# seg_scan_ctrl_flat

**src/rtl/seg_pkg.sv**
```systemverilog
// rtl/seg_pkg.sv - shared segment constants, BCD decoder and scan FSM state type
//
// Contents:
//   SEG_0..SEG_9, SEG_BLANK : segment patterns {a,b,c,d,e,f,g,dp}, active-high
//   bcd_to_seg()            : nibble -> pattern, non-decimal nibbles go dark
//   scan_state_t            : BLANK / SHOW states of the digit slot FSM
package seg_pkg;

  localparam logic [7:0] SEG_0     = 8'b1111_1100;
  localparam logic [7:0] SEG_1     = 8'b0110_0000;
  localparam logic [7:0] SEG_2     = 8'b1101_1010;
  localparam logic [7:0] SEG_3     = 8'b1111_0010;
  localparam logic [7:0] SEG_4     = 8'b0110_0110;
  localparam logic [7:0] SEG_5     = 8'b1011_0110;
  localparam logic [7:0] SEG_6     = 8'b1011_1110;
  localparam logic [7:0] SEG_7     = 8'b1110_0000;
  localparam logic [7:0] SEG_8     = 8'b1111_1110;
  localparam logic [7:0] SEG_9     = 8'b1111_0110;
  localparam logic [7:0] SEG_BLANK = 8'b0000_0000;

  typedef enum logic {
    BLANK = 1'b0,
    SHOW  = 1'b1
  } scan_state_t;

  function automatic logic [7:0] bcd_to_seg(input logic [3:0] bcd);
    logic [7:0] seg;
    case (bcd)
      4'd0:    seg = SEG_0;
      4'd1:    seg = SEG_1;
      4'd2:    seg = SEG_2;
      4'd3:    seg = SEG_3;
      4'd4:    seg = SEG_4;
      4'd5:    seg = SEG_5;
      4'd6:    seg = SEG_6;
      4'd7:    seg = SEG_7;
      4'd8:    seg = SEG_8;
      4'd9:    seg = SEG_9;
      default: seg = SEG_BLANK;
    endcase
    return seg;
  endfunction

endpackage

```
**src/rtl/seg_scan_ctrl_if.sv**
```systemverilog
// rtl/seg_scan_ctrl_if.sv - display value update handshake (req/ack with BCD payload)
//
// Signals:
//   upd_req   requester -> controller  request, held with stable data until upd_ack
//   upd_data  requester -> controller  4*N_DIG bits of BCD, nibble i = digit i
//   upd_ack   controller -> requester  one-cycle pulse, upd_data captured
// Modports: master = requester side, slave = scan controller side.
interface seg_scan_ctrl_if #(
  parameter int N_DIG = 2
);

  logic                 upd_req;
  logic [4*N_DIG-1:0]   upd_data;
  logic                 upd_ack;

  modport master (
    output upd_req,
    output upd_data,
    input  upd_ack
  );

  modport slave (
    input  upd_req,
    input  upd_data,
    output upd_ack
  );

endinterface

```
**src/rtl/seg_decode.sv**
```systemverilog
// rtl/seg_decode.sv - combinational nibble to segment pattern with suppress override
//
// Ports:
//   nibble    in  4  BCD value of the digit being shown
//   suppress  in  1  force a dark pattern (leading-zero blanking)
//   seg       out 8  segment pattern {a,b,c,d,e,f,g,dp}
module seg_decode (
  input  logic [3:0] nibble,
  input  logic       suppress,
  output logic [7:0] seg
);
  import seg_pkg::*;

  always_comb begin
    seg = SEG_BLANK;
    if (!suppress) begin
      seg = bcd_to_seg(nibble);
    end
  end

endmodule

```
**src/rtl/seg_scan_ctrl.sv**
```systemverilog
// rtl/seg_scan_ctrl.sv - multiplexed 7-segment scan controller with double-buffered updates
//
// Ports:
//   clk         in   1      system clock
//   res         in   1      asynchronous active-high reset
//   upd         slave       update handshake (upd_req / upd_data / upd_ack)
//   digit_seg   out  8      segment pattern of the lit digit, 0 while blank
//   digit_con   out  N_DIG  one-hot digit enable, 0 while blank
//   frame_tick  out  1      pulse at the start of every frame after the first
//
// The cnt/idx/state registers describe the scan position that the NEXT clock
// edge will present on the outputs; every output is a register loaded from
// that position. Cycle n after reset therefore shows position n, with reset
// itself holding position 0 ready.
module seg_scan_ctrl #(
  parameter int N_DIG     = 2,
  parameter int SCAN_DIV  = 1024,
  parameter int BLANK_CYC = 16,
  parameter int LZ_BLANK  = 1
) (
  input  logic                clk,
  input  logic                res,
  seg_scan_ctrl_if.slave      upd,
  output logic [7:0]          digit_seg,
  output logic [N_DIG-1:0]    digit_con,
  output logic                frame_tick
);
  import seg_pkg::*;

  localparam int CNT_W = $clog2(SCAN_DIV);
  localparam int IDX_W = (N_DIG > 1) ? $clog2(N_DIG) : 1;
  localparam int ACT_W = 4 * N_DIG;

  localparam logic [CNT_W-1:0] CNT_LAST   = CNT_W'(SCAN_DIV - 1);
  localparam logic [CNT_W-1:0] BLANK_LAST = CNT_W'((BLANK_CYC > 0) ? BLANK_CYC - 1 : 0);
  localparam logic [IDX_W-1:0] IDX_LAST   = IDX_W'(N_DIG - 1);
  // With no blank interval every slot starts directly in SHOW.
  localparam scan_state_t SLOT_START = (BLANK_CYC > 0) ? BLANK : SHOW;

  scan_state_t        state_q, state_d;
  logic [CNT_W-1:0]   cnt_q, cnt_d;
  logic [IDX_W-1:0]   idx_q, idx_d;
  logic [ACT_W-1:0]   act_q, act_d;
  logic               first_q;

  logic [7:0]         seg_d;
  logic [N_DIG-1:0]   con_d;
  logic               tick_d;
  logic               ack_d;
  logic               ack_q;

  logic               frame_start;
  logic               capture;
  logic [3:0]         sel_nib;
  logic               sel_sup;
  logic               zero_run;
  logic [7:0]         dec_seg;

  assign upd.upd_ack = ack_q;

  seg_decode u_decode (
    .nibble   (sel_nib),
    .suppress (sel_sup),
    .seg      (dec_seg)
  );

  // Next-position and registered-output logic.
  always_comb begin
    state_d  = state_q;
    cnt_d    = cnt_q;
    idx_d    = idx_q;
    act_d    = act_q;
    seg_d    = SEG_BLANK;
    con_d    = '0;
    tick_d   = 1'b0;
    ack_d    = 1'b0;
    sel_nib  = 4'd0;
    sel_sup  = 1'b0;
    zero_run = 1'b1;

    // Position 0 of any frame except the very first one after reset is a
    // frame boundary; the request sampled on this edge swaps the buffer.
    frame_start = (cnt_q == '0) && (idx_q == '0) && !first_q;
    capture     = frame_start && upd.upd_req;

    if (capture) begin
      act_d = upd.upd_data;
    end

    // Walk from the most significant digit down so zero_run tells, for each
    // digit, whether it and everything above it is zero. Decode uses the
    // post-capture buffer so the new value is visible from the first SHOW
    // cycle even when there is no blank interval.
    for (int i = N_DIG - 1; i >= 0; i--) begin
      zero_run = zero_run && (act_d[4*i +: 4] == 4'd0);
      if (idx_q == IDX_W'(i)) begin
        sel_nib = act_d[4*i +: 4];
        sel_sup = (LZ_BLANK != 0) && (i != 0) && zero_run;
      end
    end

    if (state_q == SHOW) begin
      seg_d = dec_seg;
      for (int i = 0; i < N_DIG; i++) begin
        con_d[i] = (idx_q == IDX_W'(i));
      end
    end

    tick_d = frame_start;
    ack_d  = capture;

    // Advance the scan position.
    if (cnt_q == CNT_LAST) begin
      cnt_d   = '0;
      idx_d   = (idx_q == IDX_LAST) ? '0 : idx_q + 1'b1;
      state_d = SLOT_START;
    end else begin
      cnt_d = cnt_q + 1'b1;
      if ((state_q == BLANK) && (cnt_q == BLANK_LAST)) begin
        state_d = SHOW;
      end
    end
  end

  always_ff @(posedge clk or posedge res) begin
    if (res) begin
      state_q    <= SLOT_START;
      cnt_q      <= '0;
      idx_q      <= '0;
      act_q      <= '0;
      first_q    <= 1'b1;
      digit_seg  <= SEG_BLANK;
      digit_con  <= '0;
      frame_tick <= 1'b0;
      ack_q      <= 1'b0;
    end else begin
      state_q    <= state_d;
      cnt_q      <= cnt_d;
      idx_q      <= idx_d;
      act_q      <= act_d;
      first_q    <= 1'b0;
      digit_seg  <= seg_d;
      digit_con  <= con_d;
      frame_tick <= tick_d;
      ack_q      <= ack_d;
    end
  end

endmodule

```
**src/flat_wrapper.sv**
```systemverilog
// flat-port wrapper written by rule: the top's interface ports become plain ports
module seg_scan_ctrl_flat import seg_pkg::*;
#(
  parameter int N_DIG     = 2,
  parameter int SCAN_DIV  = 1024,
  parameter int BLANK_CYC = 16,
  parameter int LZ_BLANK  = 1
)
  (clk, res, digit_seg, digit_con, frame_tick, upd_upd_req, upd_upd_data, upd_upd_ack);
  seg_scan_ctrl_if #(.N_DIG(N_DIG)) upd_i ();
  input  logic clk;
  input  logic res;
  output logic [7:0] digit_seg;
  output logic [N_DIG-1:0] digit_con;
  output logic frame_tick;
  input wire logic [$bits(upd_i.upd_req)-1:0] upd_upd_req;
  input wire logic [$bits(upd_i.upd_data)-1:0] upd_upd_data;
  output wire logic [$bits(upd_i.upd_ack)-1:0] upd_upd_ack;
  assign upd_i.upd_req = upd_upd_req;
  assign upd_i.upd_data = upd_upd_data;
  assign upd_upd_ack = upd_i.upd_ack;
  seg_scan_ctrl #(.N_DIG(N_DIG), .SCAN_DIV(SCAN_DIV), .BLANK_CYC(BLANK_CYC), .LZ_BLANK(LZ_BLANK)) u_core (.clk(clk), .res(res), .upd(upd_i), .digit_seg(digit_seg), .digit_con(digit_con), .frame_tick(frame_tick));
endmodule
```
**config.mk**
```make
export PLATFORM = sky130hd
export DESIGN_NAME = seg_scan_ctrl_flat
export DESIGN_NICKNAME = d
export VERILOG_FILES = /design/src/rtl/seg_pkg.sv /design/src/rtl/seg_scan_ctrl_if.sv /design/src/rtl/seg_decode.sv /design/src/rtl/seg_scan_ctrl.sv /design/src/flat_wrapper.sv
export SDC_FILE = /design/constraint.sdc
export NUM_CORES = 1
export LEC_CHECK = 0
export CORE_MARGIN = 10
export CORE_UTILIZATION = 30
export CTS_CLUSTER_DIAMETER = 150
export DETAILED_ROUTE_END_ITERATION = 6
export PLACE_DENSITY = 0.57
export SLEW_MARGIN = 30
export SYNTH_ARGS = -nofsm -noshare
export SYNTH_HDL_FRONTEND = slang
export SYNTH_SLANG_ARGS = --single-unit
```
**constraint.sdc**
```tcl
create_clock -name clk -period 3.9 [get_ports clk]
set_clock_uncertainty 0.15 [all_clocks]
set_input_delay 0.585 -clock clk [delete_from_list [all_inputs] [get_ports clk]]
set_output_delay 0.585 -clock clk [all_outputs]
set_load 0.005 [all_outputs]
```
seg_scan_ctrl_flat, wires at chosen ports, followed through buffers:
(4 px per µm)
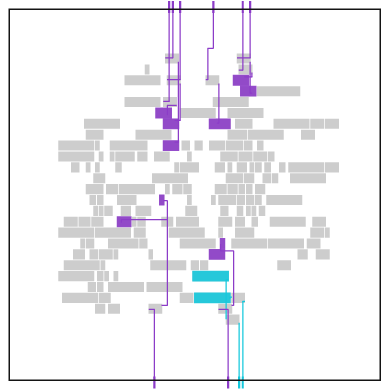
cyan -> digit_con  # direction output, edge south, end cells 2, buffers 2, wire 44.6 µm
purple -> upd_upd_data  # direction input, edge 6 north, 2 south, end cells 10, buffers 8, wire 263 µm

seg_scan_ctrl_flat, where the registers sit:
(3 px per µm) Other sequential cells in the stronger grey, the rest of the logic in the fainter grey.
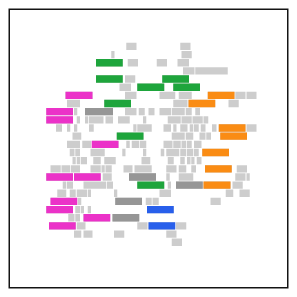
magenta -> u_core.cnt_q  # sequential cells 10
orange -> u_core.digit_seg  # sequential cells 7, where east
green -> u_core.act_q  # sequential cells 8
blue -> u_core.digit_con  # sequential cells 2

seg_scan_ctrl_flat, cell outlines without signal wires:
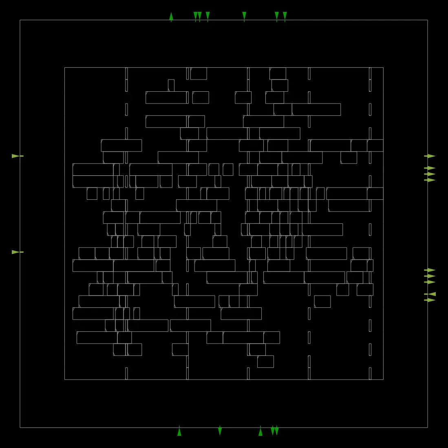
num rows: 26
Flops: 32
final non-filler cell total: 237
Core ar.: 5110 µm²

==> results.toml <==
# implementation run metrics
[outcome]
outcome = "finished clean"

[worst_setup_path]
path_delay_family = "simple AND/OR/NAND/NOR gates"
crit_chain = "inv_1 -> ha_1 -> nor3b_1 -> and4_4 -> mux2_2 -> mux2_2 -> inv_1 -> ha_1 -> nor2b_1 -> a221o_1 -> a21oi_1"
worst_r2r_endpoint = "u_core.digit_seg[3]"
worstPathMaxFanout = 12
required_ps = 3950
reg2reg_depth = 11
crit_slowest_cell = "dfrtp_1"
cp-start-kind = "register"
critPathMaxStageDelay_ps = 420

[layout]
reg_top3 = "u_core.cnt_q: 10 flops, u_core.act_q: 8 flops, u_core.digit_seg: 7 flops"
largest_register_ffs = 10
n_all_buffers = 22
final-nonclk-buf-share = 0.111
seq-cell-share = 0.408
final-seq-area_um2 = 802
regMostFlops = "u_core.cnt_q"

[cts]
post_cts_resized = 0
clockBufferDepth = 2
htreeDepth = 2
numCtsBuffers = 5

[floorplan]
die_area_um2 = 8530
io_pins = 23
fp_util = 0.308
fp.dieW_um = 92.4

[yosys]
synthAdderAreaFrac = 0.0557
synth_top_area_share = 0.494
ys_sh_mux = 0.0661
syn_inst = 140
ys_cells = 140

[drt]
wirelength_mm = 3.10
wl_per_cell_um = 13.1
vias = 1088
ant_nets = 0
vias_per_cell = 4.59

[min_path]
holdPathStages = 2
min_to = "u_core.act_q[1]"
hp-start = "u_core.act_q[1]"

[global_routing]
grt_pass1_wl_mm = 5.48
grt_antenna_before_repair = 0
grt.overflow.total = 0

[power_and_ir_drop]
p_leak_nw = 0.833
power_per_cell_area_nw_per_um2 = 362
power_frac_seq = 0.484
power.switching_mw = 0.150
power_frac_clock = 0.436
vdd_drop_max_mv = 0.209

[place]
gp_congestion = 0.869

[flow_run]
log.warning_count = 31
power by group through the flow:
stage / sequential (mW) / combinational [mW] / clock (mW)
6_report: 0.344 / 0.0575 / 0.310
3_5_place_dp: 0.351 / 0.0589 / 0
5_1_grt: 0.345 / 0.0649 / 0.343
3_3_place_gp: 0.351 / 0.0578 / 0
2_1_floorplan: 0.351 / 0.0283 / 0
4_1_cts: 0.345 / 0.0591 / 0.320
metal layers:
layer	vias up	GRT usage	wire [µm]
met3	7	0.0331	170
li1	537	-	-
met5	-	0	0
met2	17	0.134	1590
met1	527	0.0841	1300
met4	0	0.0283	40

# cla_nibble_serial_adder

--- config.mk ---
export PLATFORM = sky130hd
export DESIGN_NAME = cla_nibble_serial_adder
export DESIGN_NICKNAME = d
export VERILOG_FILES = /design/src/rtl/cla_nibble_serial_adder.sv
export SDC_FILE = /design/constraint.sdc
export NUM_CORES = 1
export LEC_CHECK = 0
export CAP_MARGIN = 20
export CORE_AREA = 2 2 87 89
export CTS_CLUSTER_SIZE = 24
export DETAILED_ROUTE_END_ITERATION = 8
export DIE_AREA = 0 0 89 91
export PLACE_DENSITY = 0.69
export SYNTH_ARGS = -nofsm -noshare
export SYNTH_HDL_FRONTEND = slang
export SYNTH_SLANG_ARGS = --single-unit
--- constraint.sdc ---
create_clock -name clk -period 4.88 [get_ports clk]
set_input_delay 1.22 -clock clk [delete_from_list [all_inputs] [get_ports clk]]
set_output_delay 1.22 -clock clk [all_outputs]
set_load 0.005 [all_outputs]
--- src/rtl/cla_nibble_serial_adder.sv ---
// Nibble-serial WIDTH-bit adder: one 4-bit carry-lookahead slice per clock, LSB nibble first.
// Optional subtract mode is enabled by defining CLA_NIBBLE_SUB_EN (adds the 'sub' input).
module cla_nibble_serial_adder #(
    parameter int WIDTH = 16
) (
    input  logic             clk,
    input  logic             rst,
    input  logic             start,
    input  logic [WIDTH-1:0] A,
    input  logic [WIDTH-1:0] B,
    input  logic             Ci,
`ifdef CLA_NIBBLE_SUB_EN
    input  logic             sub,
`endif
    output logic             busy,
    output logic             done,
    output logic [WIDTH-1:0] S,
    output logic             Co
);

    localparam int NIB   = WIDTH / 4;
    localparam int IDX_W = (NIB > 1) ? $clog2(NIB) : 1;

    typedef enum logic {IDLE, RUN} state_t;

    state_t           state, state_next;
    logic [WIDTH-1:0] a_r, b_r, partial, partial_next;
    logic             carry_r;
    logic [IDX_W-1:0] idx;
    logic [3:0]       a_nib, b_nib, p, g, sum_nib;
    logic [4:0]       c;
    logic             last;

    // Full 4-bit lookahead: every carry is a flat sum of products of P/G and the incoming carry.
    function automatic logic [4:0] lookahead(input logic [3:0] pp, input logic [3:0] gg,
                                             input logic c0);
        logic [4:0] cl;
        cl[0] = c0;
        cl[1] = gg[0] | (pp[0] & c0);
        cl[2] = gg[1] | (pp[1] & gg[0]) | (pp[1] & pp[0] & c0);
        cl[3] = gg[2] | (pp[2] & gg[1]) | (pp[2] & pp[1] & gg[0]) | (pp[2] & pp[1] & pp[0] & c0);
        cl[4] = gg[3] | (pp[3] & gg[2]) | (pp[3] & pp[2] & gg[1]) | (pp[3] & pp[2] & pp[1] & gg[0])
              | (pp[3] & pp[2] & pp[1] & pp[0] & c0);
        return cl;
    endfunction

    always_comb begin
        a_nib        = a_r[4*int'(idx) +: 4];
        b_nib        = b_r[4*int'(idx) +: 4];
        p            = a_nib ^ b_nib;
        g            = a_nib & b_nib;
        c            = lookahead(p, g, carry_r);
        sum_nib      = p ^ c[3:0];
        partial_next = partial;
        partial_next[4*int'(idx) +: 4] = sum_nib;
        last         = (idx == IDX_W'(NIB - 1));
    end

    always_comb begin
        state_next = state;
        busy       = (state == RUN);
        case (state)
            IDLE:    if (start) state_next = RUN;
            RUN:     if (last)  state_next = IDLE;
            default: state_next = IDLE;
        endcase
    end

    always_ff @(posedge clk) begin
        if (rst) state <= IDLE;
        else     state <= state_next;
    end

    always_ff @(posedge clk) begin
        if (rst) begin
            done    <= 1'b0;
            S       <= '0;
            Co      <= 1'b0;
            a_r     <= '0;
            b_r     <= '0;
            carry_r <= 1'b0;
            idx     <= '0;
            partial <= '0;
        end else begin
            done <= 1'b0;
            case (state)
                IDLE: begin
                    if (start) begin
                        a_r     <= A;
                        idx     <= '0;
                        partial <= '0;
`ifdef CLA_NIBBLE_SUB_EN
                        // Two's complement subtract: invert B and force the initial carry.
                        b_r     <= sub ? ~B : B;
                        carry_r <= sub ? 1'b1 : Ci;
`else
                        b_r     <= B;
                        carry_r <= Ci;
`endif
                    end
                end
                RUN: begin
                    partial <= partial_next;
                    carry_r <= c[4];
                    if (last) begin
                        S    <= partial_next;
                        Co   <= c[4];
                        done <= 1'b1;
                    end else begin
                        idx <= idx + 1'b1;
                    end
                end
                default: ;
            endcase
        end
    end

endmodule

==> results.toml <==
# implementation run metrics
[outcome]
outcome = "finished clean"

[place]
place_ws_ps = 1700
dp.final_hpwl_mm = 5.04
dp_cells = 489

[yosys]
largest_area_cell = "dfxtp_1"
synth_top_area_share = 0.444
synthAdderAreaFrac = 0.0500
ys_sh_mux = 0.0675
aoi_share = 0.179
postSynthSeqShare = 0.444

[min_path]
hp-start = "a_r[1]"
hold_path_class = "reg2reg"
holdPathStages = 2

[layout]
nets = 449
clockNetworkAreaShare = 0.0474
fin_area_um2 = 3940
fin_cells = 504
lay_top_count = "nand2_1"
drive_gt1_frac = 0.0790
n_all_buffers = 57

[power_and_ir_drop]
finalPower_mw = 1.20
power_frac_clock = 0.365
seq-power_mw = 0.609
vdd_drop_max_mv = 0.154
power_per_cell_area_nw_per_um2 = 304
power_frac_seq = 0.508

[floorplan]
io_pins = 55
fp_util = 0.442

[sta]
grt_setup_unrepaired = "false"
clock_skew_ps = 5.37
timing.slew.headroom = 0.404
fmax_mhz = 318
min_period_ps = 3150
tns_ps = 0
maxSlewViolCount = 0
setup_viol = 0

[drt]
wirelength_mm = 7.01
drc = 0
drt_first_pass_iters = 4
route.met3.wl_um = 366
highest_layer = "met4"
dr_wl_met2_mm = 3.21

[worst_setup_path]
r2r_start = "idx[0]"
cp-start-kind = "register"
worstSetupEndpoint = "partial[11]"
r2r_slack_ps = 1730
cp.depth = 6
worstPathMaxFanout = 18

[flow_run]
log.warning_count = 32

[global_routing]
busiest_layer = "met2"
grt_use_met2 = 0.285

[cts]
htreeDepth = 3
clock_latency_ps = 350
## state kept, by name, indices dropped and copies added (netlist names)
| register | flops |
|---|---|
| S | 16 |
| b_r | 16 |
| a_r | 16 |
| done | 1 |
| partial | 16 |
| idx | 2 |
| Co | 1 |
| carry_r | 1 |
| busy | 1 |
## worst reg2reg max path: stages, from the launching register on
cell     delay [ps]
dfxtp_1         840
mux4_2          660
ha_1            360
a211o_1         310
a311o_1         450
and3_4          220
a32o_1          210
cla_nibble_serial_adder, cell outlines without signal wires:
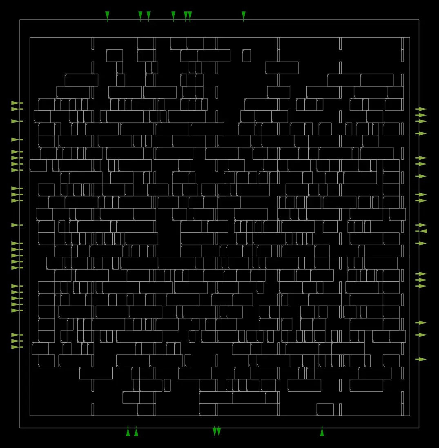
Flops: 70
final core occ: 0.552
num rows: 31

cla_nibble_serial_adder, where the registers sit:
(3 px per µm) Other sequential cells in the stronger grey, the rest of the logic in the fainter grey.
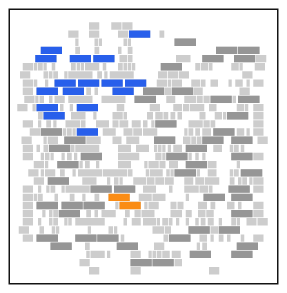
blue -> b_r  # sequential cells 16
orange -> idx  # sequential cells 2
not coloured = 52

cla_nibble_serial_adder, cells coloured by class:
(3 px per µm)
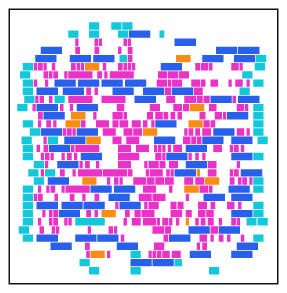
cyan -> other buffers and delay cells  # cells 57
orange -> clock drivers and dummy loads  # cells 15
magenta -> all other logic  # cells 263
blue -> flip-flops  # cells 70


# down_timer

down_timer, cells coloured by class:
(6 px per µm)
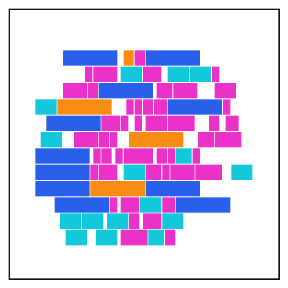
down_timer, cell outlines without signal wires:
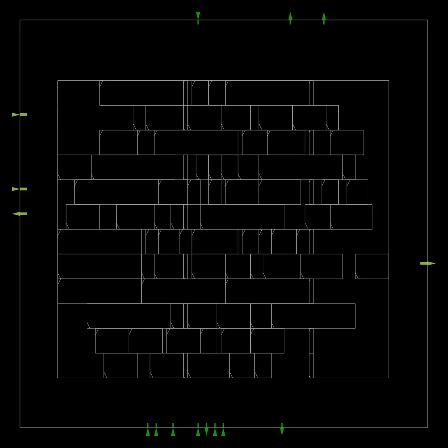
### config.mk
export PLATFORM = sky130hd
export DESIGN_NAME = down_timer
export DESIGN_NICKNAME = d
export VERILOG_FILES = /design/src/rtl/down_timer_pkg.sv /design/src/rtl/down_timer.sv
export SDC_FILE = /design/constraint.sdc
export NUM_CORES = 1
export LEC_CHECK = 0
export CAP_MARGIN = 20
export CORE_MARGIN = 4
export CORE_UTILIZATION = 46
export CTS_BUF_LIST = sky130_fd_sc_hd__clkbuf_16
export CTS_CLUSTER_DIAMETER = 100
export DETAILED_ROUTE_END_ITERATION = 16
export PLACE_DENSITY = 0.86
export REMOVE_ABC_BUFFERS = 1
export SLEW_MARGIN = 20
export SYNTH_ARGS = -nofsm -noshare
export SYNTH_HDL_FRONTEND = slang
export SYNTH_SLANG_ARGS = --single-unit
export TNS_END_PERCENT = 20
### constraint.sdc
create_clock -name clock -period 2.25 [get_ports clock]
set_input_delay 0.5625 -clock clock [delete_from_list [all_inputs] [get_ports clock]]
set_output_delay 0.5625 -clock clock [all_outputs]
set_load 0.005 [all_outputs]
### src/rtl/down_timer_pkg.sv
// Shared definitions for the down_timer block: FSM state encodings.
// Encoding 2'b11 is unused; the FSM treats it as illegal and recovers to IDLE.
package down_timer_pkg;

  typedef enum logic [1:0] {
    IDLE    = 2'b00,
    RUN     = 2'b01,
    EXPIRED = 2'b10
  } state_t;

endpackage

### src/rtl/down_timer.sv
// Loadable down-counting timer with one-shot or auto-reload expiry.
// Load wins over every state; expiry is taken at out==1 so the count never wraps.
module down_timer
  import down_timer_pkg::*;
#(
  parameter int BITS = 4
) (
  input  logic            clock,
  input  logic            reset,
  input  logic            load,
  input  logic [BITS-1:0] load_value,
  input  logic            enable,
  input  logic            periodic,
  output logic [BITS-1:0] out,
  output logic            busy,
  output logic            done
);

  state_t          r_state;
  state_t          w_state_next;
  logic [BITS-1:0] r_out;
  logic [BITS-1:0] w_out_next;
  logic [BITS-1:0] r_reload;
  logic [BITS-1:0] w_reload_next;
  logic            r_done;
  logic            w_done_next;

  always_ff @(posedge clock or negedge reset) begin
    if (!reset) begin
      r_state  <= IDLE;
      r_out    <= '0;
      r_reload <= '0;
      r_done   <= 1'b0;
    end else begin
      r_state  <= w_state_next;
      r_out    <= w_out_next;
      r_reload <= w_reload_next;
      r_done   <= w_done_next;
    end
  end

  always_comb begin
    w_state_next  = r_state;
    w_out_next    = r_out;
    w_reload_next = r_reload;
    w_done_next   = 1'b0;
    if (load) begin
      // A zero load parks the timer without a done pulse.
      w_reload_next = load_value;
      w_out_next    = load_value;
      w_state_next  = (load_value != '0) ? RUN : IDLE;
    end else begin
      case (r_state)
        IDLE: begin
          w_state_next = IDLE;
        end
        RUN: begin
          if (enable) begin
            if (r_out > BITS'(1)) begin
              w_out_next = r_out - BITS'(1);
            end else if (periodic) begin
              w_out_next  = r_reload;
              w_done_next = 1'b1;
            end else begin
              w_out_next   = '0;
              w_done_next  = 1'b1;
              w_state_next = EXPIRED;
            end
          end
        end
        EXPIRED: begin
          w_out_next   = '0;
          w_state_next = IDLE;
        end
        default: begin
          w_out_next   = '0;
          w_state_next = IDLE;
        end
      endcase
    end
  end

  assign out  = r_out;
  assign busy = (r_state == RUN);
  assign done = r_done;

endmodule

==> results.toml <==
# implementation run metrics
[cts]
post_cts_buffers = 0
clk_pin_slew_ps = 40
post_cts_resized = 0
clockBufferDepth = 2
clock_latency_ps = 240
htreeDepth = 1

[power_and_ir_drop]
p_comb_mw = 0.190
vdd_drop_max_mv = 0.668
power_frac_seq = 0.331
switching_share = 0.271
p_clk_mw = 0.324
comb_power_share = 0.247

[drt]
highest_layer = "met4"
first_iter_violations = 32
dr_wl_met2_um = 801
vias = 582
wl_per_cell_um = 18.3
wirelength_met1_um = 723
route.met3.wl_um = 111
drc = 0
ant_nets = 0

[place]
dpl-instance-area_um2 = 774

[sta]
clock_skew_ps = 3.00
timing.slew.headroom = 0.656
report.final.hold_viol_count = 0

[layout]
logic_gates = 42
combAreaFraction = 0.360
flops = 11
dominant_cells = "combinational gates"
n_clock_buffer = 3
inverters = 5
final-nonclk-buf-share = 0.182

[flow_run]
maxCapViolations = 0

[global_routing]
grt_pass1_vias = 602
grt_max_degree = 12
grt_usage = 0.200

[worst_setup_path]
cp.depth = 6
worst_r2r_endpoint = "out[1]"
arrival_ps = 2160

[yosys]
common_cells = "dfrtp_1 (11), nand2_1 (7), inv_1 (5)"
synth_flops = 11
syn-cell-area_um2 = 621
synth_top_area_share = 0.444
flop_cell = "dfrtp_1"
most_common_cell = "dfrtp_1"

[floorplan]
rows = 12

[outcome]
outcome = "finished clean"

[min_path]
hold_path_class = "reg2reg"
min_to = "r_reload[2]"
Notes on 'cells coloured by class' of down_timer above:
magenta -> all other logic  # cells 47
orange -> clock drivers and dummy loads  # cells 4
cyan -> other buffers and delay cells  # cells 16
blue -> flip-flops  # cells 11

Notes on 'cell outlines without signal wires' of down_timer above:
fill count: 72
flop share of the area: 0.322
Core ar.: 1190 µm²
# Taps: 14

-- registers in the layout, indices dropped and copies added (netlist names) --
| signal | count |
|---|---|
| done | 1 |
| r_reload | 4 |
| r_state | 2 |
| out | 4 |
-- cell families after synthesis --
| group | count (synthesis) | synth area share |
|---|---|---|
| buffers and inverters | 7 | 0.0605 |
| and+or+nand+nor | 19 | 0.167 |
| DFF | 11 | 0.444 |
| AOI/OAI and AO/OA | 18 | 0.234 |
| muxes | 3 | 0.0544 |
| adders and majority gates | 2 | 0.0403 |


## Gallery

Clock network drawn from the DEF.
Plate I
(3 px per µm)
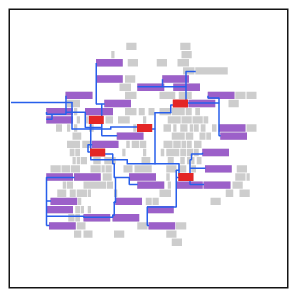
Plate II
(3 px per µm)
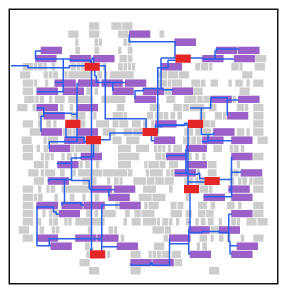
Plate III
(6 px per µm)
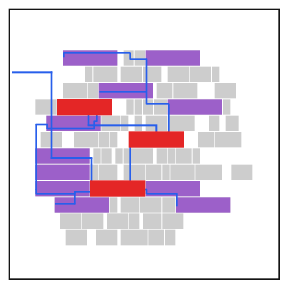
Plate II is cla_nibble_serial_adder.
Plate I is seg_scan_ctrl_flat.
Plate III is down_timer.

Power is estimated from default activity; no workload was simulated.
